######## design 1 ########
Figure 1. Sequential cells grouped by signal name (design 1).
Other sequential cells in the stronger gray, the rest of the logic in the fainter gray.
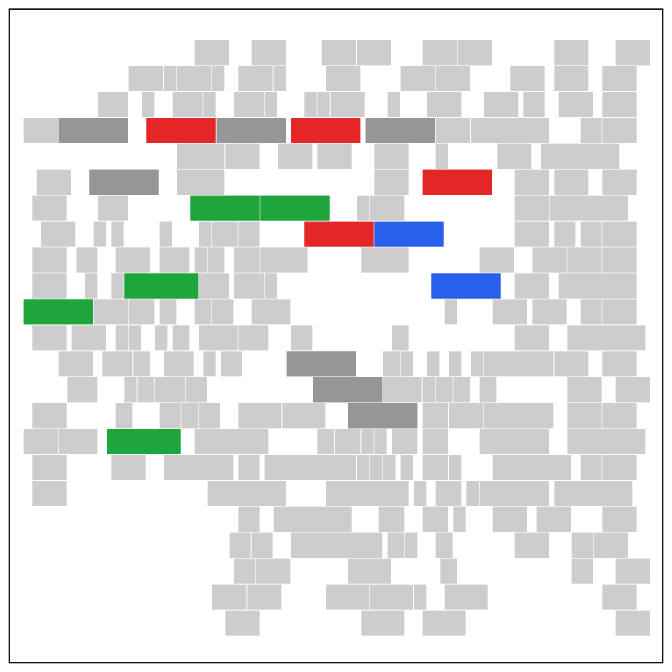

`config.mk`:
```
export PLATFORM = sky130hd
export DESIGN_NAME = fifo_rr_arbiter
export DESIGN_NICKNAME = d
export VERILOG_FILES = /design/src/rtl/fifo_arb_pkg.sv /design/src/rtl/rr_grant.sv /design/src/rtl/fifo_rr_arbiter.sv
export SDC_FILE = /design/constraint.sdc
export NUM_CORES = 1
export LEC_CHECK = 0
export CAP_MARGIN = 30
export CORE_UTILIZATION = 35
export CTS_BUF_LIST = sky130_fd_sc_hd__clkbuf_8
export CTS_CLUSTER_DIAMETER = 150
export DETAILED_ROUTE_END_ITERATION = 12
export PLACE_DENSITY = 0.76
export SYNTH_ARGS = -nofsm -noshare
export SYNTH_HDL_FRONTEND = slang
export SYNTH_HIERARCHICAL = 1
export SYNTH_SLANG_ARGS = --single-unit
```
`constraint.sdc`:
```
create_clock -name clk -period 4.8 [get_ports clk]
set_clock_uncertainty 0.2 [all_clocks]
set_input_delay 0.72 -clock clk [delete_from_list [all_inputs] [get_ports clk]]
set_output_delay 0.72 -clock clk [all_outputs]
set_load 0.1 [all_outputs]
```
`src/rtl/fifo_arb_pkg.sv`:
```
// fifo_arb_pkg: shared definitions for the FIFO round-robin arbiter slice.
//   - state_t          : one-hot controller state encoding
//   - tw_calc          : threshold width for a given FIFO depth
//   - thr_high_default : almost-full threshold loaded at reset
//   - THR_LOW_DEFAULT  : almost-empty threshold loaded at reset
package fifo_arb_pkg;

  typedef enum logic [4:0] {
    ST_RESET  = 5'b00001,
    ST_INIT   = 5'b00010,
    ST_IDLE   = 5'b00100,
    ST_ACTIVE = 5'b01000,
    ST_ERROR  = 5'b10000
  } state_t;

  localparam int unsigned THR_LOW_DEFAULT = 1;

  function automatic int unsigned tw_calc(input int unsigned length);
    return $clog2(length) + 1;
  endfunction

  function automatic int unsigned thr_high_default(input int unsigned length);
    return length - 1;
  endfunction

endpackage

```
`src/rtl/rr_grant.sv`:
```
// rr_grant: combinational one-hot grant generator.
// Ports:
//   i_req [N-1:0]  request vector (one bit per lane)
//   i_ptr [IW-1:0] last granted lane; search starts strictly after it
//                  (port absent when STRICT_PRIO_EN is defined)
//   o_gnt [N-1:0]  one-hot grant, all zero when no request
// Macro STRICT_PRIO_EN: fixed priority, lowest requesting index wins.
module rr_grant
  import fifo_arb_pkg::*;
#(
  parameter int unsigned N  = 4,
  parameter int unsigned IW = 2
) (
  input  logic [N-1:0]  i_req,
`ifndef STRICT_PRIO_EN
  input  logic [IW-1:0] i_ptr,
`endif
  output logic [N-1:0]  o_gnt
);

  logic w_found;
`ifndef STRICT_PRIO_EN
  logic [IW-1:0] w_idx;
`endif

  always_comb begin
    o_gnt   = '0;
    w_found = 1'b0;
`ifdef STRICT_PRIO_EN
    for (int unsigned i = 0; i < N; i++) begin
      if (i_req[i] && !w_found) begin
        o_gnt[i] = 1'b1;
        w_found  = 1'b1;
      end
    end
`else
    w_idx = '0;
    // i runs 1..N so the pointer lane itself is checked last (wraps to 0 offset)
    for (int unsigned i = 1; i <= N; i++) begin
      w_idx = i_ptr + IW'(i);
      if (i_req[w_idx] && !w_found) begin
        o_gnt[w_idx] = 1'b1;
        w_found      = 1'b1;
      end
    end
`endif
  end

endmodule

```
`src/rtl/fifo_rr_arbiter.sv`:
```
// fifo_rr_arbiter: drains NUM_FIFOS input FIFOs into one egress FIFO,
// one pop per cycle, and programs FIFO thresholds through an init handshake.
// Ports:
//   clk, reset (sync, active-high)
//   init, thr_high_in, thr_low_in     threshold load request and values
//   fifo_empty, fifo_error            per-lane status flags
//   fifo_data_out                     flattened lane read data
//   out_almost_full                   egress back-pressure
//   fifo_rd                           one-hot lane pop
//   out_wr, out_data                  egress write (1 cycle after fifo_rd)
//   thr_high, thr_low                 registered thresholds
//   state, idle, error_out            one-hot state and decoded flags
// Macro STRICT_PRIO_EN: fixed-priority grant, no round-robin pointer.
module fifo_rr_arbiter
  import fifo_arb_pkg::*;
#(
  parameter  int unsigned BITNUMBER = 8,
  parameter  int unsigned NUM_FIFOS = 4,
  parameter  int unsigned LENGTH    = 8,
  localparam int unsigned TW        = tw_calc(LENGTH)
) (
  input  logic                           clk,
  input  logic                           reset,
  input  logic                           init,
  input  logic [TW-1:0]                  thr_high_in,
  input  logic [TW-1:0]                  thr_low_in,
  input  logic [NUM_FIFOS-1:0]           fifo_empty,
  input  logic [NUM_FIFOS-1:0]           fifo_error,
  input  logic [NUM_FIFOS*BITNUMBER-1:0] fifo_data_out,
  input  logic                           out_almost_full,
  output logic [NUM_FIFOS-1:0]           fifo_rd,
  output logic                           out_wr,
  output logic [BITNUMBER-1:0]           out_data,
  output logic [TW-1:0]                  thr_high,
  output logic [TW-1:0]                  thr_low,
  output logic [4:0]                     state,
  output logic                           idle,
  output logic                           error_out
);

  localparam int unsigned IW = $clog2(NUM_FIFOS);

  state_t               r_state, w_state_nxt;
  logic [TW-1:0]        r_thr_high, r_thr_low;
  logic                 r_rd_valid;
  logic [IW-1:0]        r_rd_lane;
  logic [NUM_FIFOS-1:0] w_req, w_gnt;
  logic [IW-1:0]        w_gnt_lane;
  logic                 w_any_err, w_all_empty, w_grant_en;
  logic [BITNUMBER-1:0] w_lane_data [NUM_FIFOS];

  always_comb begin
    w_any_err   = |fifo_error;
    w_all_empty = &fifo_empty;
    // a lane raising its error blocks grants in the same cycle
    w_grant_en  = (r_state == ST_ACTIVE) && !out_almost_full && !w_any_err;
    w_req       = ~fifo_empty & {NUM_FIFOS{w_grant_en}};
  end

`ifdef STRICT_PRIO_EN
  rr_grant #(.N(NUM_FIFOS), .IW(IW)) u_grant (
    .i_req (w_req),
    .o_gnt (w_gnt)
  );
`else
  logic [IW-1:0] r_rr_ptr;

  always_ff @(posedge clk) begin
    if (reset)       r_rr_ptr <= IW'(NUM_FIFOS - 1);
    else if (|w_gnt) r_rr_ptr <= w_gnt_lane;
  end

  rr_grant #(.N(NUM_FIFOS), .IW(IW)) u_grant (
    .i_req (w_req),
    .i_ptr (r_rr_ptr),
    .o_gnt (w_gnt)
  );
`endif

  always_comb begin
    w_gnt_lane = '0;
    for (int unsigned i = 0; i < NUM_FIFOS; i++) begin
      if (w_gnt[i]) w_gnt_lane = IW'(i);
      w_lane_data[i] = fifo_data_out[i*BITNUMBER +: BITNUMBER];
    end
  end

  always_comb begin
    w_state_nxt = r_state;
    case (r_state)
      ST_RESET:  w_state_nxt = ST_INIT;
      ST_INIT: begin
        if (w_any_err)  w_state_nxt = ST_ERROR;
        else if (!init) w_state_nxt = ST_IDLE;
      end
      ST_IDLE: begin
        if (w_any_err)         w_state_nxt = ST_ERROR;
        else if (init)         w_state_nxt = ST_INIT;
        else if (!w_all_empty) w_state_nxt = ST_ACTIVE;
      end
      ST_ACTIVE: begin
        if (w_any_err)                      w_state_nxt = ST_ERROR;
        else if (w_all_empty && !r_rd_valid) w_state_nxt = ST_IDLE;
      end
      ST_ERROR:  w_state_nxt = ST_ERROR;
      default:   w_state_nxt = ST_RESET;
    endcase
  end

  always_ff @(posedge clk) begin
    if (reset) begin
      r_state    <= ST_RESET;
      r_thr_high <= TW'(thr_high_default(LENGTH));
      r_thr_low  <= TW'(THR_LOW_DEFAULT);
      r_rd_valid <= 1'b0;
      r_rd_lane  <= '0;
    end else begin
      r_state <= w_state_nxt;
      if (r_state == ST_INIT && init) begin
        r_thr_high <= thr_high_in;
        r_thr_low  <= thr_low_in;
      end
      // lane data arrives the cycle after the pop; remember which lane to mux
      r_rd_valid <= |w_gnt;
      if (|w_gnt) r_rd_lane <= w_gnt_lane;
    end
  end

  always_comb begin
    fifo_rd   = w_gnt;
    out_wr    = r_rd_valid && (r_state != ST_ERROR);
    out_data  = out_wr ? w_lane_data[r_rd_lane] : '0;
    thr_high  = r_thr_high;
    thr_low   = r_thr_low;
    state     = r_state;
    idle      = (r_state == ST_IDLE);
    error_out = (r_state == ST_ERROR);
  end

endmodule
```
######## design 2 ########
File: config.mk
export PLATFORM = sky130hd
export DESIGN_NAME = seq_divider_5b
export DESIGN_NICKNAME = d
export VERILOG_FILES = /design/src/rtl/div_pkg.sv /design/src/rtl/trial_sub.sv /design/src/rtl/seq_divider_5b.sv
export SDC_FILE = /design/constraint.sdc
export NUM_CORES = 1
export LEC_CHECK = 0
export CAP_MARGIN = 40
export CORE_MARGIN = 3
export CORE_UTILIZATION = 47
export CTS_CLUSTER_DIAMETER = 80
export DETAILED_ROUTE_END_ITERATION = 6
export MAX_ROUTING_LAYER = met4
export PLACE_DENSITY = 0.74
export SLEW_MARGIN = 20
export SYNTH_ARGS = -nofsm -noshare
export SYNTH_HDL_FRONTEND = slang
export SYNTH_SLANG_ARGS = --single-unit
File: constraint.sdc
create_clock -name clk -period 1.96 [get_ports clk]
set_clock_uncertainty 0.05 [all_clocks]
set_input_delay 0.392 -clock clk [delete_from_list [all_inputs] [get_ports clk]]
set_output_delay 0.392 -clock clk [all_outputs]
set_load 0.02 [all_outputs]
File: src/rtl/div_pkg.sv
// Shared types and defaults for the sequential restoring divider.
package div_pkg;

  localparam int DIV_WIDTH = 5;

  typedef enum logic [1:0] {
    IDLE = 2'b00,
    RUN  = 2'b01,
    DONE = 2'b10
  } div_state_e;

endpackage

File: src/rtl/trial_sub.sv
// Combinational trial subtractor: {borrow, diff} = a - b, built as a + ~b + 1.
module trial_sub #(
  parameter int N = 6
) (
  input  logic [N-1:0] a_i,
  input  logic [N-1:0] b_i,
  output logic [N-1:0] diff_o,
  output logic         borrow_o
);

  logic [N:0] sum;

  // A carry out of the top bit means a >= b, so borrow is its inverse.
  assign sum      = {1'b0, a_i} + {1'b0, ~b_i} + {{N{1'b0}}, 1'b1};
  assign diff_o   = sum[N-1:0];
  assign borrow_o = ~sum[N];

endmodule

File: src/rtl/seq_divider_5b.sv
// Multi-cycle unsigned restoring divider producing one quotient bit per RUN cycle, MSB first.
module seq_divider_5b
  import div_pkg::*;
#(
  parameter int WIDTH = DIV_WIDTH
) (
  input  logic             clk,
  input  logic             rst_n,
  input  logic             start,
  input  logic [WIDTH-1:0] x,
  input  logic [WIDTH-1:0] y,
  output logic             busy,
  output logic             done,
  output logic [WIDTH-1:0] q,
  output logic [WIDTH-1:0] r,
  output logic             div_by_zero
);

  localparam int CW = (WIDTH > 1) ? $clog2(WIDTH) : 1;

  div_state_e       state_q;
  logic [CW-1:0]    cnt_q;
  logic [WIDTH-1:0] dividend_q;
  logic [WIDTH-1:0] divisor_q;
  logic [WIDTH-1:0] rem_q;
  logic             busy_q;
  logic             done_q;
  logic [WIDTH-1:0] quot_q;
  logic [WIDTH-1:0] remOut_q;
  logic             divZero_q;

  logic [WIDTH:0]   trial;
  logic [WIDTH:0]   diff;
  logic             borrow;
  logic [WIDTH-1:0] rem_d;
  logic [WIDTH-1:0] dividend_d;
  logic             unusedDiffMsb;

  // The partial remainder always stays below the divisor, so WIDTH bits hold it.
  assign trial = {rem_q, dividend_q[WIDTH-1]};

  trial_sub #(.N(WIDTH + 1)) u_trial_sub (
    .a_i      (trial),
    .b_i      ({1'b0, divisor_q}),
    .diff_o   (diff),
    .borrow_o (borrow)
  );

  assign unusedDiffMsb = diff[WIDTH];
  assign rem_d         = borrow ? trial[WIDTH-1:0] : diff[WIDTH-1:0];
  assign dividend_d    = {dividend_q[WIDTH-2:0], ~borrow};

  always_ff @(posedge clk) begin
    if (!rst_n) begin
      state_q    <= IDLE;
      cnt_q      <= '0;
      dividend_q <= '0;
      divisor_q  <= '0;
      rem_q      <= '0;
      busy_q     <= 1'b0;
      done_q     <= 1'b0;
      quot_q     <= '0;
      remOut_q   <= '0;
      divZero_q  <= 1'b0;
    end else begin
      case (state_q)
        IDLE: begin
          done_q <= 1'b0;
          if (start) begin
            busy_q <= 1'b1;
            if (y != '0) begin
              state_q    <= RUN;
              dividend_q <= x;
              divisor_q  <= y;
              rem_q      <= '0;
              cnt_q      <= CW'(WIDTH - 1);
            end else begin
              state_q   <= DONE;
              done_q    <= 1'b1;
              quot_q    <= '1;
              remOut_q  <= x;
              divZero_q <= 1'b1;
            end
          end
        end
        RUN: begin
          dividend_q <= dividend_d;
          rem_q      <= rem_d;
          cnt_q      <= cnt_q - CW'(1);
          // The dividend register has become the quotient once the last bit shifts in.
          if (cnt_q == '0) begin
            state_q   <= DONE;
            done_q    <= 1'b1;
            quot_q    <= dividend_d;
            remOut_q  <= rem_d;
            divZero_q <= 1'b0;
          end
        end
        DONE: begin
          state_q <= IDLE;
          done_q  <= 1'b0;
          busy_q  <= 1'b0;
        end
        default: begin
          state_q <= IDLE;
          done_q  <= 1'b0;
          busy_q  <= 1'b0;
        end
      endcase
    end
  end

  assign busy        = busy_q;
  assign done        = done_q;
  assign q           = quot_q;
  assign r           = remOut_q;
  assign div_by_zero = divZero_q;

endmodule

Figure 2. I/O pins on the die edge (design 1).
Pins as bars across the die edge, other pins in gray.
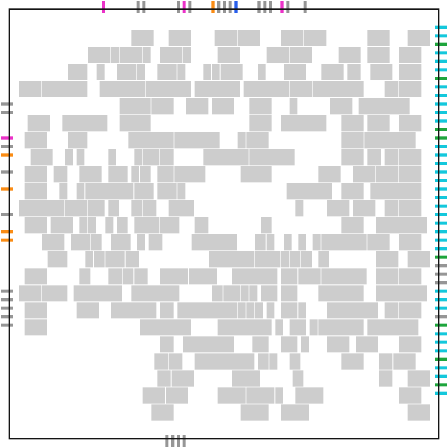
port	color	pins	direction	edge
state	orange	5	output	4 west, 1 north
reset	blue	1	input	north
out_data	green	8	output	east
fifo_data_out	cyan	32	input	east
thr_high_in	magenta	4	input	3 north, 1 west

About Figure 1:
name in the netlist	color	sequential cells
r_rd_lane	blue	2
thr_low	red	4
state	green	5
not colored	7

==> out/results.ini, design 1 <==
[worst_setup_path]
end_kind = output pin
cp_data_required_time_ns = 3.88
cp_slowest_stage_delay_ns = 0.61
slowest_stage = or4_4
r2r-end = r_rr_ptr[1]
reg2reg_depth = 8

[grt]
grt.overflow.total = 0
grtUsageMet1 = 0.1884
grt_pass1_wl_mm = 5.885
groute.usage.overall = 0.1641
grt_pass1_vias = 1390
grtUsageMet2 = 0.2966
grt_max_degree = 19

[sta]
tightest_slew_ns = 0.9761

[power_and_ir_drop]
p_switching_uw = 131.9
p_total_uw = 426.4

[clock_tree]
cts_resized = 0
postCtsSetupBuffers = 0
ctsRootBufferMaster = clkbuf_8
cts_tree = done

[finish]
lay_top_count = clkdlybuf4s50_1
fin_util = 0.5908
largest_reg_flops = 5
buffer_area_frac = 0.3417
final_cell_mix = clkdlybuf4s50_1, nor2_1, dfxtp_1
logic_area_um2 = 1064
nNonClkInverters = 15
signal_buffers = 79

[logic_synthesis]
synth-edff-count = 0
synthTopCellsByCount = dfxtp_1, nor2_1, inv_1
topCellsByArea = dfxtp_1, mux4_2, ha_1
ys_cells = 164
top_area_cell = dfxtp_1
synth_nets = 224

[routing]
met2WireLength_mm = 1.793
vias = 1504
initialDrtViolationCount = 35

[die]
tapCellCount = 50
initial_utilization = 0.3749

[outcome]
run_status = completed

Figure 3. Routing congestion (design 2).
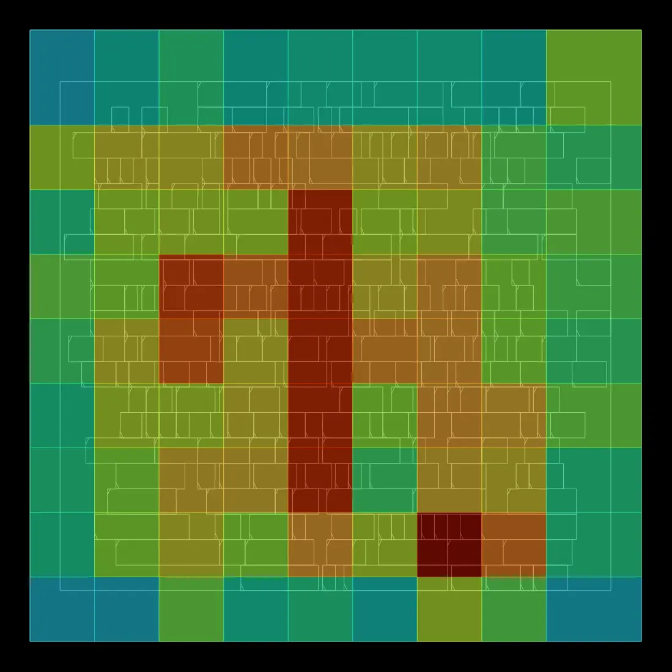
Tot GR Track Use: 0.2286
routed len/inst: 16.27 µm

Figure 4. Signal wires on met4 (design 2).
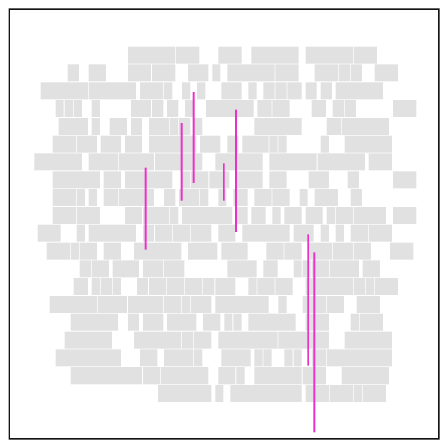
main direction	vertical
wire length on this layer	108 µm
longest straight run	27.2 µm

==> out/results.ini, design 2 <==
[finish]
logic_area_um2 = 975.9
final_area_um2 = 2280
seq_share = 0.2909
fillers = 286
area_growth_pct = 37.61
logic_gate_count = 127
largest_cell_class = combinational gates
buffer_area_frac = 0.1904

[placement]
placement.io_buffers = 25
pre_cts_ws_ns = -0.2549
gp_congestion = 0.8904
hpwl_mm = 3.324
placed_area_um2 = 2102

[sta]
whs_ns = 0.4291
setup_viol = 4
slew_violations = 0
setup_ws_ns = -0.02380
tns_ns = -0.06778

[outcome]
violations = negative setup slack
run_status = finished, violations left

[logic_synthesis]
yosys_area_um2 = 1657
synthTopCellsByCount = dfxtp_1, nor2_1, nand2_1
top_area_frac = 0.3988
fa_ha_area_frac = 0.06495
ys_cells = 183
synthTopLogicFamily = AND-OR/OR-AND gates
synth-edff-count = 0
syn-cell-area_um2 = 1657
ys_seq_frac = 0.3988

[routing]
top_layer = met4

[grt]
grt_max_degree = 22
grt_antenna_before_repair = 0

[worst_setup_path]
worstSetupEndpoint = r[0]
crit_arrival_ns = 2.20
cpMostUsedCell = inv_2
cp_slowest_stage_delay_ns = 0.36
cp.depth = 9

[power_and_ir_drop]
power.group.top = sequential cells
peakVddDrop_v = 0.0007105

[clock_tree]
cts_hold_buf = 0
clk_pin_slew_worst_paths_ns = 0.11

[die]
tapCellCount = 44


######## design 3 ########
--- src/rtl/com_bus_arbiter_pkg.sv ---
// Shared definitions for the common-bus arbiter: core count, index width,
// FSM state encoding and small one-hot helpers.
package com_bus_def;
  localparam int NUM_CORES = 4;
  localparam int CORE_W    = 2;

  localparam logic [1:0] ST_IDLE       = 2'd0;
  localparam logic [1:0] ST_PROC       = 2'd1;
  localparam logic [1:0] ST_PROC_SNOOP = 2'd2;
  localparam logic [1:0] ST_SNOOP      = 2'd3;

  typedef logic [CORE_W-1:0]    core_idx_t;
  typedef logic [NUM_CORES-1:0] core_vec_t;

  function automatic core_vec_t core_onehot(input core_idx_t i);
    core_onehot    = '0;
    core_onehot[i] = 1'b1;
  endfunction

  // Fixed-priority pick: lowest set bit wins.
  function automatic core_idx_t lowest_core(input core_vec_t v);
    lowest_core = '0;
    for (int k = NUM_CORES-1; k >= 0; k--)
      if (v[k]) lowest_core = core_idx_t'(k);
  endfunction
endpackage

--- src/rtl/com_bus_arbiter_if.sv ---
// Common-bus request/grant bundle between the cache wrappers (master) and
// the arbiter (slave).
interface com_bus_arbiter_if import com_bus_def::*; ();
  core_vec_t Com_Bus_Req_proc;
  core_vec_t Com_Bus_Req_snoop;
  logic      Invalidate;
  core_vec_t Invalidation_done;
  core_vec_t Com_Bus_Gnt_proc;
  core_vec_t Com_Bus_Gnt_snoop;
  logic      All_Invalidation_done;
  core_idx_t Bus_owner;
  logic      Bus_busy;
  logic      Bus_timeout;

  modport slave (
    input  Com_Bus_Req_proc, Com_Bus_Req_snoop, Invalidate, Invalidation_done,
    output Com_Bus_Gnt_proc, Com_Bus_Gnt_snoop, All_Invalidation_done,
           Bus_owner, Bus_busy, Bus_timeout
  );

  modport master (
    output Com_Bus_Req_proc, Com_Bus_Req_snoop, Invalidate, Invalidation_done,
    input  Com_Bus_Gnt_proc, Com_Bus_Gnt_snoop, All_Invalidation_done,
           Bus_owner, Bus_busy, Bus_timeout
  );
endinterface

--- src/rtl/com_bus_arbiter_rr_pick4.sv ---
// Combinational 4-way round-robin picker: searches from last+1 upward,
// wrapping, and returns the first requester.
module rr_pick4 import com_bus_def::*; (
  input  core_vec_t req_i,
  input  core_idx_t last_i,
  output core_idx_t idx_o,
  output logic      vld_o
);
  core_idx_t cand;

  always_comb begin
    idx_o = last_i;
    vld_o = 1'b0;
    cand  = '0;
    // Index arithmetic wraps naturally in CORE_W bits; k == NUM_CORES lands on last itself.
    for (int k = 1; k <= NUM_CORES; k++) begin
      cand = last_i + core_idx_t'(k);
      if (!vld_o && req_i[cand]) begin
        idx_o = cand;
        vld_o = 1'b1;
      end
    end
  end
endmodule

--- src/rtl/com_bus_arbiter.sv ---
// Common-bus arbiter: proc/snoop grant FSM, invalidation-ack collector and
// grant-hold watchdog for the 4-core MESI bus.
module com_bus_arbiter import com_bus_def::*; #(
  parameter int NUM_CORES = 4,
  parameter int TIMEOUT   = 255
) (
  input  logic             clk,
  input  logic             rst_n,
  com_bus_arbiter_if.slave bus
);
  localparam logic [7:0] WD_LIMIT = 8'(TIMEOUT);

  logic [1:0]           state_q, state_d;
  core_idx_t            last_q, last_d, owner_q, owner_d, snp_q, snp_d;
  logic [NUM_CORES-1:0] gnt_p_q, gnt_p_d, gnt_s_q, gnt_s_d;
  logic [NUM_CORES-1:0] acc_q, acc_d;
  logic                 alld_q, alld_d;
  logic [7:0]           wd_q, wd_d;
  logic                 to_q, to_d;

  core_vec_t req_p, req_s, own_mask, snp_other;
  core_idx_t rr_idx;
  logic      rr_vld, inv_hold, grant_chg, busy;

  assign req_p     = bus.Com_Bus_Req_proc;
  assign req_s     = bus.Com_Bus_Req_snoop;
  assign own_mask  = core_onehot(owner_q);
  assign snp_other = req_s & ~own_mask;

  rr_pick4 u_rr (
    .req_i  (req_p),
    .last_i (last_q),
    .idx_o  (rr_idx),
    .vld_o  (rr_vld)
  );

  always_comb begin
    state_d = state_q;
    last_d  = last_q;
    owner_d = owner_q;
    snp_d   = snp_q;
    gnt_p_d = gnt_p_q;
    gnt_s_d = gnt_s_q;
    case (state_q)
      ST_IDLE: begin
        if (|req_s) begin
          snp_d   = lowest_core(req_s);
          gnt_s_d = core_onehot(lowest_core(req_s));
          state_d = ST_SNOOP;
        end else if (rr_vld) begin
          owner_d = rr_idx;
          last_d  = rr_idx;
          gnt_p_d = core_onehot(rr_idx);
          state_d = ST_PROC;
        end
      end
      ST_PROC: begin
        // Owner release beats a concurrent snoop request.
        if (!req_p[owner_q]) begin
          gnt_p_d = '0;
          state_d = ST_IDLE;
        end else if (|snp_other) begin
          snp_d   = lowest_core(snp_other);
          gnt_s_d = core_onehot(lowest_core(snp_other));
          state_d = ST_PROC_SNOOP;
        end
      end
      ST_PROC_SNOOP: begin
        if (!req_p[owner_q]) gnt_p_d = '0;
        if (!req_s[snp_q])   gnt_s_d = '0;
        case ({req_p[owner_q], req_s[snp_q]})
          2'b11:   state_d = ST_PROC_SNOOP;
          2'b10:   state_d = ST_PROC;
          2'b01:   state_d = ST_SNOOP;
          default: state_d = ST_IDLE;
        endcase
      end
      ST_SNOOP: begin
        if (!req_s[snp_q]) begin
          gnt_s_d = '0;
          state_d = ST_IDLE;
        end
      end
      default: state_d = ST_IDLE;
    endcase
  end

  // Collection only runs while a proc owner holds the bus and keeps it this cycle.
  always_comb begin
    inv_hold = (|gnt_p_q) && (|gnt_p_d) && bus.Invalidate;
    acc_d    = inv_hold ? (acc_q | (bus.Invalidation_done & ~own_mask)) : '0;
    alld_d   = inv_hold && ((acc_d | own_mask) == '1);
  end

  always_comb begin
    busy      = (|gnt_p_q) || (|gnt_s_q);
    grant_chg = (gnt_p_d != gnt_p_q) || (gnt_s_d != gnt_s_q);
    if (grant_chg)                    wd_d = '0;
    else if (busy && wd_q != WD_LIMIT) wd_d = wd_q + 8'd1;
    else                              wd_d = wd_q;
    to_d = to_q || (wd_d == WD_LIMIT);
  end

  always_ff @(posedge clk or negedge rst_n) begin
    if (!rst_n) begin
      state_q <= ST_IDLE;
      last_q  <= core_idx_t'(NUM_CORES-1);
      owner_q <= '0;
      snp_q   <= '0;
      gnt_p_q <= '0;
      gnt_s_q <= '0;
      acc_q   <= '0;
      alld_q  <= 1'b0;
      wd_q    <= '0;
      to_q    <= 1'b0;
    end else begin
      state_q <= state_d;
      last_q  <= last_d;
      owner_q <= owner_d;
      snp_q   <= snp_d;
      gnt_p_q <= gnt_p_d;
      gnt_s_q <= gnt_s_d;
      acc_q   <= acc_d;
      alld_q  <= alld_d;
      wd_q    <= wd_d;
      to_q    <= to_d;
    end
  end

  assign bus.Com_Bus_Gnt_proc      = gnt_p_q;
  assign bus.Com_Bus_Gnt_snoop     = gnt_s_q;
  assign bus.All_Invalidation_done = alld_q;
  assign bus.Bus_owner             = owner_q;
  assign bus.Bus_busy              = busy;
  assign bus.Bus_timeout           = to_q;
endmodule

--- src/flat_wrapper.sv ---
// flat-port wrapper written by rule: the top's interface ports become plain ports
module com_bus_arbiter_flat import com_bus_def::*;
#(
  parameter int NUM_CORES = 4,
  parameter int TIMEOUT   = 255
)
  (clk, rst_n, bus_Com_Bus_Req_proc, bus_Com_Bus_Req_snoop, bus_Invalidate, bus_Invalidation_done, bus_Com_Bus_Gnt_proc, bus_Com_Bus_Gnt_snoop, bus_All_Invalidation_done, bus_Bus_owner, bus_Bus_busy, bus_Bus_timeout);
  com_bus_arbiter_if bus_i ();
  input  logic clk;
  input  logic rst_n;
  input wire logic [$bits(bus_i.Com_Bus_Req_proc)-1:0] bus_Com_Bus_Req_proc;
  input wire logic [$bits(bus_i.Com_Bus_Req_snoop)-1:0] bus_Com_Bus_Req_snoop;
  input wire logic [$bits(bus_i.Invalidate)-1:0] bus_Invalidate;
  input wire logic [$bits(bus_i.Invalidation_done)-1:0] bus_Invalidation_done;
  output wire logic [$bits(bus_i.Com_Bus_Gnt_proc)-1:0] bus_Com_Bus_Gnt_proc;
  output wire logic [$bits(bus_i.Com_Bus_Gnt_snoop)-1:0] bus_Com_Bus_Gnt_snoop;
  output wire logic [$bits(bus_i.All_Invalidation_done)-1:0] bus_All_Invalidation_done;
  output wire logic [$bits(bus_i.Bus_owner)-1:0] bus_Bus_owner;
  output wire logic [$bits(bus_i.Bus_busy)-1:0] bus_Bus_busy;
  output wire logic [$bits(bus_i.Bus_timeout)-1:0] bus_Bus_timeout;
  assign bus_i.Com_Bus_Req_proc = bus_Com_Bus_Req_proc;
  assign bus_i.Com_Bus_Req_snoop = bus_Com_Bus_Req_snoop;
  assign bus_i.Invalidate = bus_Invalidate;
  assign bus_i.Invalidation_done = bus_Invalidation_done;
  assign bus_Com_Bus_Gnt_proc = bus_i.Com_Bus_Gnt_proc;
  assign bus_Com_Bus_Gnt_snoop = bus_i.Com_Bus_Gnt_snoop;
  assign bus_All_Invalidation_done = bus_i.All_Invalidation_done;
  assign bus_Bus_owner = bus_i.Bus_owner;
  assign bus_Bus_busy = bus_i.Bus_busy;
  assign bus_Bus_timeout = bus_i.Bus_timeout;
  com_bus_arbiter #(.NUM_CORES(NUM_CORES), .TIMEOUT(TIMEOUT)) u_core (.clk(clk), .rst_n(rst_n), .bus(bus_i));
endmodule
--- config.mk ---
export PLATFORM = sky130hd
export DESIGN_NAME = com_bus_arbiter_flat
export DESIGN_NICKNAME = d
export VERILOG_FILES = /design/src/rtl/com_bus_arbiter_pkg.sv /design/src/rtl/com_bus_arbiter_if.sv /design/src/rtl/com_bus_arbiter_rr_pick4.sv /design/src/rtl/com_bus_arbiter.sv /design/src/flat_wrapper.sv
export SDC_FILE = /design/constraint.sdc
export NUM_CORES = 1
export LEC_CHECK = 0
export CAP_MARGIN = 10
export CELL_PAD_IN_SITES_DETAIL_PLACEMENT = 0
export CELL_PAD_IN_SITES_GLOBAL_PLACEMENT = 1
export CORE_MARGIN = 2
export CORE_UTILIZATION = 30
export CTS_CLUSTER_DIAMETER = 60
export DETAILED_ROUTE_END_ITERATION = 8
export DONT_BUFFER_PORTS = 1
export HOLD_SLACK_MARGIN = 0.02
export PLACE_DENSITY_LB_ADDON = 0.1
export REMOVE_ABC_BUFFERS = 1
export SYNTH_ARGS = -nofsm -noshare
export SYNTH_HDL_FRONTEND = slang
export SYNTH_SLANG_ARGS = --single-unit
--- constraint.sdc ---
create_clock -name clk -period 5.9 [get_ports clk]
set_input_delay 0.885 -clock clk [delete_from_list [all_inputs] [get_ports clk]]
set_output_delay 0.885 -clock clk [all_outputs]
set_load 0.03 [all_outputs]
######## design 4 ########
$ cat src/rtl/vector_stream_bridge.sv
// Buffers one VECTOR_SIZE-element frame from an upstream layer and replays it to the next layer.
// Define VECTOR_STREAM_BRIDGE_DBUF_EN for ping-pong banks so filling overlaps transmission.
module vector_stream_bridge #(
    parameter int DATA_LENGTH = 14,
    parameter int VECTOR_SIZE = 8
) (
    input  logic                          clk,
    input  logic                          reset,
    input  logic signed [DATA_LENGTH-1:0] in_data,
    input  logic                          in_valid,
    output logic                          in_ready,
    output logic signed [DATA_LENGTH-1:0] out_data,
    output logic                          out_valid,
    input  logic                          out_ready,
    output logic                          out_last,
    output logic                          busy,
    output logic [15:0]                   frame_cnt
);

    localparam int PTR_W = $clog2(VECTOR_SIZE) + 1;
    localparam int IDX_W = (VECTOR_SIZE > 1) ? $clog2(VECTOR_SIZE) : 1;
    localparam logic [PTR_W-1:0] LAST_PTR = PTR_W'(VECTOR_SIZE - 1);

    logic [PTR_W-1:0] wptr_q, wptr_d;
    logic [PTR_W-1:0] rptr_q, rptr_d;
    logic [15:0]      frame_cnt_q, frame_cnt_d;
    logic             in_fire, out_fire;
    logic             wr_last, rd_last;

    assign in_fire  = in_valid & in_ready;
    assign out_fire = out_valid & out_ready;
    assign wr_last  = (wptr_q == LAST_PTR);
    assign rd_last  = (rptr_q == LAST_PTR);

    always_comb begin
        wptr_d      = wptr_q;
        rptr_d      = rptr_q;
        frame_cnt_d = frame_cnt_q;
        if (in_fire) begin
            wptr_d = wr_last ? '0 : wptr_q + 1'b1;
        end
        if (out_fire) begin
            rptr_d = rd_last ? '0 : rptr_q + 1'b1;
            if (rd_last) begin
                frame_cnt_d = frame_cnt_q + 16'd1;
            end
        end
    end

    always_ff @(posedge clk) begin
        if (reset) begin
            wptr_q      <= '0;
            rptr_q      <= '0;
            frame_cnt_q <= '0;
        end else begin
            wptr_q      <= wptr_d;
            rptr_q      <= rptr_d;
            frame_cnt_q <= frame_cnt_d;
        end
    end

    assign frame_cnt = frame_cnt_q;

`ifdef VECTOR_STREAM_BRIDGE_DBUF_EN

    logic signed [DATA_LENGTH-1:0] buf_mem [2][VECTOR_SIZE];
    logic [1:0] full_q, full_d;
    logic       wbank_q, wbank_d;
    logic       rbank_q, rbank_d;

    // Writer and reader always sit on different banks when both complete a frame,
    // so set and clear never collide.
    always_comb begin
        full_d  = full_q;
        wbank_d = wbank_q;
        rbank_d = rbank_q;
        if (in_fire && wr_last) begin
            full_d[wbank_q] = 1'b1;
            wbank_d         = ~wbank_q;
        end
        if (out_fire && rd_last) begin
            full_d[rbank_q] = 1'b0;
            rbank_d         = ~rbank_q;
        end
    end

    always_ff @(posedge clk) begin
        if (reset) begin
            full_q  <= '0;
            wbank_q <= 1'b0;
            rbank_q <= 1'b0;
        end else begin
            full_q  <= full_d;
            wbank_q <= wbank_d;
            rbank_q <= rbank_d;
        end
    end

    always_ff @(posedge clk) begin
        if (in_fire) begin
            buf_mem[wbank_q][wptr_q[IDX_W-1:0]] <= in_data;
        end
    end

    assign in_ready  = ~reset & ~full_q[wbank_q];
    assign out_valid = full_q[rbank_q];
    assign out_data  = out_valid ? buf_mem[rbank_q][rptr_q[IDX_W-1:0]] : '0;
    assign out_last  = out_valid & rd_last;
    assign busy      = (|full_q) | (wptr_q != '0);

`else

    typedef enum logic {
        FILL = 1'b0,
        SEND = 1'b1
    } state_t;

    logic signed [DATA_LENGTH-1:0] buf_mem [VECTOR_SIZE];
    state_t state_q, state_d;

    always_comb begin
        state_d = state_q;
        if (state_q == FILL && in_fire && wr_last) begin
            state_d = SEND;
        end else if (state_q == SEND && out_fire && rd_last) begin
            state_d = FILL;
        end
    end

    always_ff @(posedge clk) begin
        if (reset) begin
            state_q <= FILL;
        end else begin
            state_q <= state_d;
        end
    end

    always_ff @(posedge clk) begin
        if (in_fire) begin
            buf_mem[wptr_q[IDX_W-1:0]] <= in_data;
        end
    end

    // Handshake flags decode straight from the state flop; in_ready is forced low while in reset.
    assign in_ready  = ~reset & (state_q == FILL);
    assign out_valid = (state_q == SEND);
    assign out_data  = out_valid ? buf_mem[rptr_q[IDX_W-1:0]] : '0;
    assign out_last  = out_valid & rd_last;
    assign busy      = (wptr_q != '0) | (state_q == SEND);

`endif

endmodule

$ cat config.mk
export PLATFORM = sky130hd
export DESIGN_NAME = vector_stream_bridge
export DESIGN_NICKNAME = d
export VERILOG_FILES = /design/src/rtl/vector_stream_bridge.sv
export SDC_FILE = /design/constraint.sdc
export NUM_CORES = 1
export LEC_CHECK = 0
export CAP_MARGIN = 20
export CORE_UTILIZATION = 61
export DETAILED_ROUTE_END_ITERATION = 10
export PLACE_DENSITY = 0.84
export SLEW_MARGIN = 0
export SYNTH_ARGS = -nofsm -noshare
export SYNTH_HDL_FRONTEND = slang
export SYNTH_SLANG_ARGS = --single-unit
$ cat constraint.sdc
create_clock -name clk -period 5.02 [get_ports clk]
set_input_delay 1.004 -clock clk [delete_from_list [all_inputs] [get_ports clk]]
set_output_delay 1.004 -clock clk [all_outputs]
set_load 0.01 [all_outputs]
######## design 5 ########
### src/rtl/norm_pkg.sv
// Shared widths, helper functions and the result record for the normalizing arbiter.
package norm_pkg;

  localparam int NORM_DATA_W = 8;
  localparam int NORM_NREQ   = 4;

  function automatic int calc_cnt_w(input int data_w);
    return $clog2(data_w) + 1;
  endfunction

  function automatic int calc_id_w(input int nreq);
    return $clog2(nreq);
  endfunction

  // Result record sized for the default configuration.
  typedef struct packed {
    logic [NORM_DATA_W-1:0]             data;
    logic [calc_cnt_w(NORM_DATA_W)-1:0] shift;
    logic                               zero;
    logic [calc_id_w(NORM_NREQ)-1:0]    id;
  } norm_res_t;

endpackage

### src/rtl/norm_lzc_shift.sv
// Combinational leading-zero count and left-justify of one data word.
module norm_lzc_shift
  import norm_pkg::*;
#(
  parameter int DATA_W = NORM_DATA_W,
  parameter int CNT_W  = calc_cnt_w(DATA_W)
) (
  input  logic [DATA_W-1:0] in_data,
  output logic [DATA_W-1:0] norm_data,
  output logic [CNT_W-1:0]  norm_shift,
  output logic              norm_zero
);

  logic [CNT_W-1:0] cnt_s;

  // Highest set bit wins because later iterations overwrite earlier ones.
  always_comb begin
    cnt_s = CNT_W'(DATA_W);
    for (int i = 0; i < DATA_W; i++) begin
      cnt_s = in_data[i] ? CNT_W'(DATA_W - 1 - i) : cnt_s;
    end
  end

  assign norm_shift = cnt_s;
  assign norm_zero  = ~|in_data;
  assign norm_data  = in_data << cnt_s;

endmodule

### src/rtl/norm_arbiter.sv
// Round-robin arbiter sharing one leading-zero normalizer, with a single
// registered output stage that supports backpressure.
module norm_arbiter
  import norm_pkg::*;
#(
  parameter int DATA_W = NORM_DATA_W,
  parameter int NREQ   = NORM_NREQ,
  parameter int CNT_W  = calc_cnt_w(DATA_W),
  parameter int ID_W   = calc_id_w(NREQ)
) (
  input  logic                     clk,
  input  logic                     rst_n,
  input  logic [NREQ-1:0]          req_valid,
  input  logic [NREQ*DATA_W-1:0]   req_data,
  output logic [NREQ-1:0]          req_ready,
  output logic                     out_valid,
  input  logic                     out_ready,
  output logic [DATA_W-1:0]        out_data,
  output logic [CNT_W-1:0]         out_shift,
  output logic                     out_zero,
  output logic [ID_W-1:0]          out_id
);

  typedef struct packed {
    logic [DATA_W-1:0] data;
    logic [CNT_W-1:0]  shift;
    logic              zero;
    logic [ID_W-1:0]   id;
  } res_t;

  res_t            res_q, res_d;
  logic            valid_q, valid_d;
  logic [ID_W-1:0] rr_ptr_q, rr_ptr_d;

  logic              can_load_s;
  logic              gnt_found_s;
  logic              gnt_valid_s;
  logic [ID_W-1:0]   gnt_idx_s;
  logic [DATA_W-1:0] sel_data_s;
  logic [DATA_W-1:0] norm_data_s;
  logic [CNT_W-1:0]  norm_shift_s;
  logic              norm_zero_s;

  assign can_load_s = ~valid_q | out_ready;

  // Scan requesters starting at the round-robin pointer, wrapping explicitly.
  always_comb begin
    int idx_v;
    gnt_found_s = 1'b0;
    gnt_idx_s   = '0;
    for (int k = 0; k < NREQ; k++) begin
      idx_v = int'(rr_ptr_q) + k;
      idx_v = (idx_v >= NREQ) ? (idx_v - NREQ) : idx_v;
      if (!gnt_found_s && req_valid[idx_v]) begin
        gnt_found_s = 1'b1;
        gnt_idx_s   = ID_W'(idx_v);
      end else begin
        gnt_found_s = gnt_found_s;
      end
    end
  end

  assign gnt_valid_s = rst_n & can_load_s & gnt_found_s;
  assign req_ready   = gnt_valid_s ? ({{(NREQ-1){1'b0}}, 1'b1} << gnt_idx_s) : '0;
  assign sel_data_s  = req_data[int'(gnt_idx_s)*DATA_W +: DATA_W];

  norm_lzc_shift #(
    .DATA_W (DATA_W),
    .CNT_W  (CNT_W)
  ) u_lzc (
    .in_data    (sel_data_s),
    .norm_data  (norm_data_s),
    .norm_shift (norm_shift_s),
    .norm_zero  (norm_zero_s)
  );

  // Load on grant, drain when popped with nothing new, otherwise hold.
  always_comb begin
    res_d    = res_q;
    valid_d  = valid_q;
    rr_ptr_d = rr_ptr_q;
    if (gnt_valid_s) begin
      res_d.data  = norm_data_s;
      res_d.shift = norm_shift_s;
      res_d.zero  = norm_zero_s;
      res_d.id    = gnt_idx_s;
      valid_d     = 1'b1;
      rr_ptr_d    = (int'(gnt_idx_s) == NREQ - 1) ? '0 : gnt_idx_s + ID_W'(1);
    end else if (out_ready) begin
      valid_d = 1'b0;
    end else begin
      valid_d = valid_q;
    end
  end

  // Output stage and arbitration pointer.
  always_ff @(posedge clk or negedge rst_n) begin
    if (!rst_n) begin
      res_q    <= '0;
      valid_q  <= 1'b0;
      rr_ptr_q <= '0;
    end else begin
      res_q    <= res_d;
      valid_q  <= valid_d;
      rr_ptr_q <= rr_ptr_d;
    end
  end

  assign out_valid = valid_q;
  assign out_data  = res_q.data;
  assign out_shift = res_q.shift;
  assign out_zero  = res_q.zero;
  assign out_id    = res_q.id;

endmodule

### config.mk
export PLATFORM = sky130hd
export DESIGN_NAME = norm_arbiter
export DESIGN_NICKNAME = d
export VERILOG_FILES = /design/src/rtl/norm_pkg.sv /design/src/rtl/norm_lzc_shift.sv /design/src/rtl/norm_arbiter.sv
export SDC_FILE = /design/constraint.sdc
export NUM_CORES = 1
export LEC_CHECK = 0
export ABC_AREA = 1
export CAP_MARGIN = 25
export CORE_ASPECT_RATIO = 1.4
export CORE_MARGIN = 2
export CORE_UTILIZATION = 34
export DETAILED_ROUTE_END_ITERATION = 8
export GPL_TIMING_DRIVEN = 0
export SLEW_MARGIN = 40
export SYNTH_ARGS = -nofsm -noshare
export SYNTH_HDL_FRONTEND = slang
export SYNTH_HIERARCHICAL = 1
export SYNTH_SLANG_ARGS = --single-unit
### constraint.sdc
create_clock -name clk -period 2.8 [get_ports clk]
set_input_delay 0.7 -clock clk [delete_from_list [all_inputs] [get_ports clk]]
set_output_delay 0.7 -clock clk [all_outputs]
set_load 0.05 [all_outputs]
Figure 5. I/O pins on the die edge (design 4).
Pins as bars across the die edge, other pins in gray.
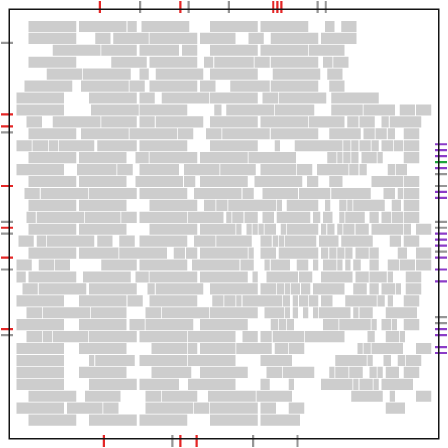
port	color	pins	direction	edge
in_data	red	14	input	6 west, 5 north, 3 south
reset	green	1	input	east
frame_cnt	purple	16	output	east
all pins by edge	24 east, 12 west, 10 north, 6 south

==> out/results.ini, design 4 <==
[worst_hold_path]
worstHoldPathCells = 2

[grt]
groute.usage.overall = 0.2594
grt_pass1_wl_mm = 17.89

[logic_synthesis]
top_area_cell = edfxtp_1
synth-edff-count = 112
top_area_frac = 0.6034
topCellsByArea = edfxtp_1, mux4_2, dfxtp_1
synth-seq-cells = 140
synthTopLogicFamily = multiplexers

[die]
core-area_um2 = 8763
initial_utilization = 0.6361

[worst_setup_path]
worstSetupEndpoint = out_data[7]
cp_data_required_time_ns = 4.02
slowest_stage = mux4_2
cp.depth = 5
timing.rr.start = out_valid
crit_type = reg -> out

[clock_tree]
postCtsSetupBuffers = 0
cts_resized = 0
cts_hold_buf = 0

[finish]
finalNonFillerCells = 525
final-clk-cell-share = 0.08832
logic_area_um2 = 1574
largest_reg_flops = 112
lay_top_count = edfxtp_1
nNonClkInverters = 4
fillers = 477
logic_gate_count = 176

[outcome]
run_status = completed

[sta]
finClkSkew_ns = 0.007048
tightest_slew_ns = 0.9757
post-route-period-util = 0.7156

[routing]
firstDrtPassIters = 5
vias = 3212

[flow_run]
cap_violations = 0
warnings = 27

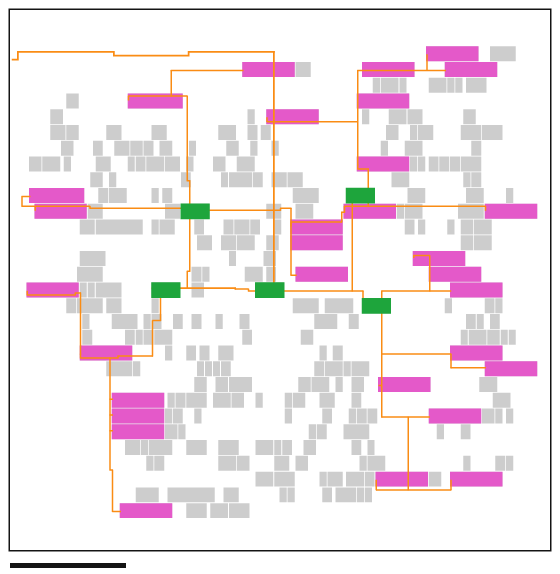
Figure 6: design 3, routed clock nets over the placement.
The bar under the picture is 20 µm long.
[flip-flops] magenta | count: 30
[clock wires] orange | length: 553 µm
[cells driving clock nets] green | count: 5
flops lie	spread over the die

Figure 7. Routed metal, one color a layer (design 3).
The bar under the picture is 20 µm long.
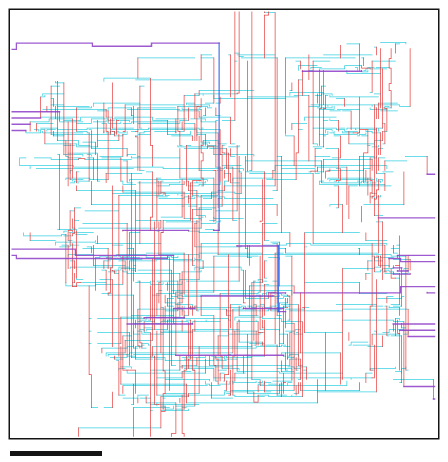
layer	color	wire length
met4	blue	55.1 µm
met2	red	3050 µm
met1	cyan	3350 µm
met3	purple	363 µm

==> out/results.ini, design 3 <==
[routing]
met1Wirelength_mm = 3.347
viasPerCell = 5.709
antenna_left = 0
wire_per_inst_um = 17.90
wl_mm = 6.819
firstDrtPassIters = 4
initialDrtViolationCount = 121

[outcome]
run_status = completed

[worst_setup_path]
path_max_fanout = 15
cp_cell_sequence = inv_1 -> ha_1 -> nand4_1 -> or3b_1 -> a2111oi_0 -> nor3b_1 -> nand4_2 -> o31ai_2
timing.rr.start = u_core.state_q[0]

[grt]
top_usage_layer = met2
grtUsageMet2 = 0.2476
grt.overflow.total = 0

[finish]
drive_above_1_share = 0.08244
sh_comb_area = 0.5962
nNonClkInverters = 13
signal_buffers = 1

[placement]
gp_congestion = 0.8440
hpwl_mm = 4.985

[sta]
slew_violations = 0
finClkSkew_ns = 0.005740
tightest_slew_ns = 0.8170
grt_setup_unrepaired = no

[clock_tree]
insertion_delay_ns = 0.28

[logic_synthesis]
synth-seq-cells = 30
syn_avg_cell_area_um2 = 8.294

[die]
initial_utilization = 0.3091

Figure 8. Sequential cells grouped by signal name (design 5).
Other sequential cells in the stronger gray, the rest of the logic in the fainter gray.
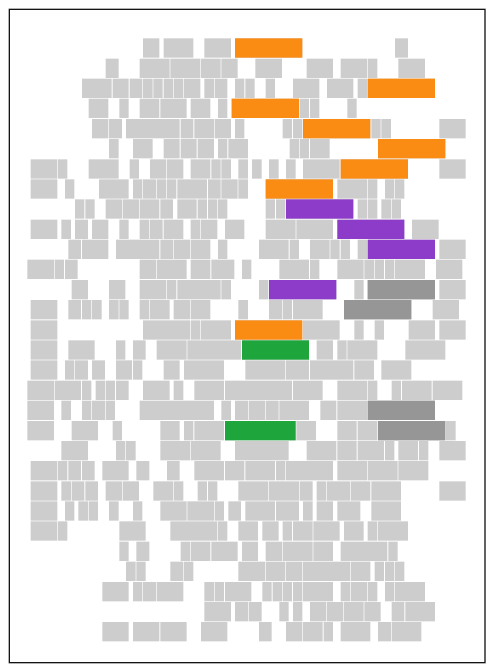
name in the netlist	color	sequential cells
out_data	orange	8
out_shift	purple	4
rr_ptr_q	green	2

Figure 9. I/O pins on the die edge (design 5).
Pins as bars across the die edge, other pins in gray.
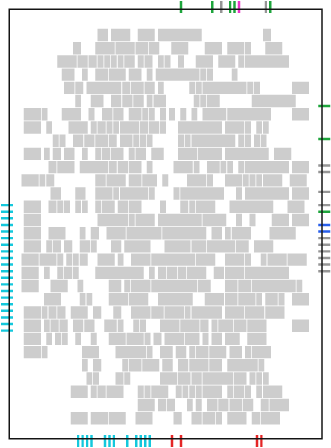
port	color	pins	direction	edge
req_valid	red	4	input	south
out_data	green	8	output	5 north, 3 east
req_data	cyan	32	input	20 west, 12 south
clk	magenta	1	input	north
out_id	blue	2	output	east

==> out/results.ini, design 5 <==
[placement]
placed_area_um2 = 2391
gp_congestion = 0.8031
placement.io_buffers = 58

[logic_synthesis]
synthTopLogicFamily = simple AND/OR/NAND/NOR gates
top_area_frac = 0.3059
synth_nets = 334
mux_share = 0

[clock_tree]
cts_hold_buf = 0
cts_tree = done
cts_max_level = 1
ctsRootBufferMaster = clkbuf_8
cts_buffers = 3
insertion_delay_ns = 0.25

[sta]
setup_viol = 7
fmax_mhz = 345.1
setup_ws_ns = -0.09791
slew_headroom = 0.6659
tightest_slew_ns = 0.4996

[worst_setup_path]
r2r-end = out_data[3]
critical_path.top_delay_family = simple AND/OR/NAND/NOR gates
crit_type = reg -> reg
worst_setup_path_start_kind = flip-flop
reg2reg_depth = 24
worst-path-buf-inv = 4
worstSetupEndpoint = out_data[3]
crit_arrival_ns = 3.09
path_max_fanout = 8
cp.depth = 24
cpMostUsedCell = nand2_2
slowest_stage = dfrtp_1

[finish]
fin_util = 0.6711
logic_area_um2 = 1435
register_area_um2 = 451.7

[routing]
wire_per_inst_um = 12.96
firstDrtPassIters = 4

[grt]
grtUsageMet1 = 0.2180
use_met3 = 0.01285
grtUsageMet2 = 0.3769

[die]
tapCellCount = 64
dieArea_um2 = 5645

[outcome]
violations = negative setup slack
run_status = finished, violations left



==> layout pictures side by side <==
Sequential cells grouped by signal name.
Other sequential cells in the stronger gray, the rest of the logic in the fainter gray.
Plate I
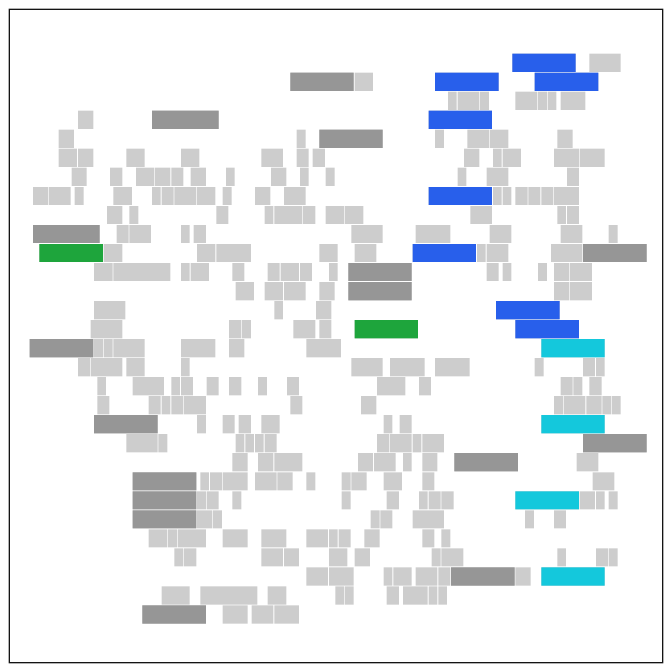
Plate II
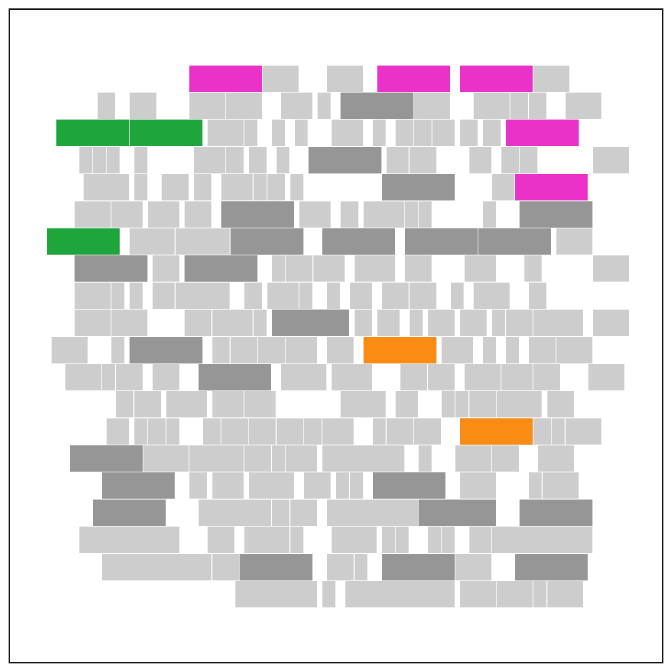
Plate III
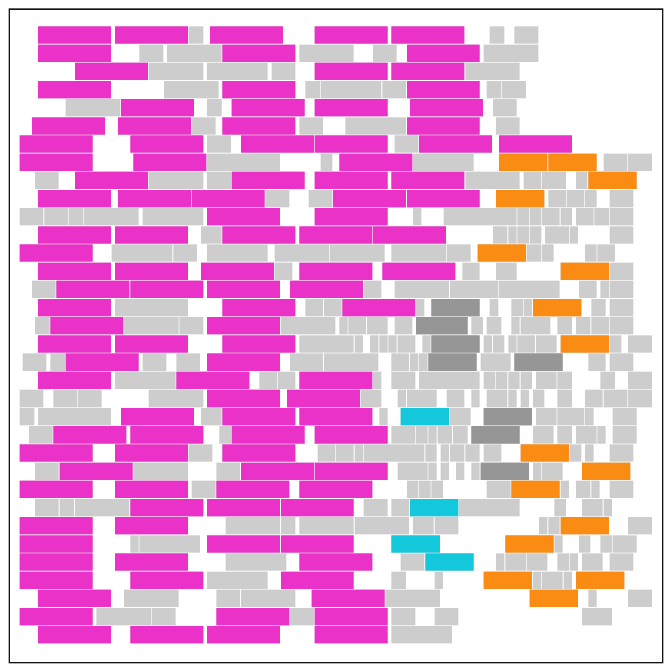
| from | picture |
|---|---|
| design 2 | Plate II |
| design 4 | Plate III |
| design 3 | Plate I |
The one with the fewest cells is Plate II.
The one with the most cells is Plate III.

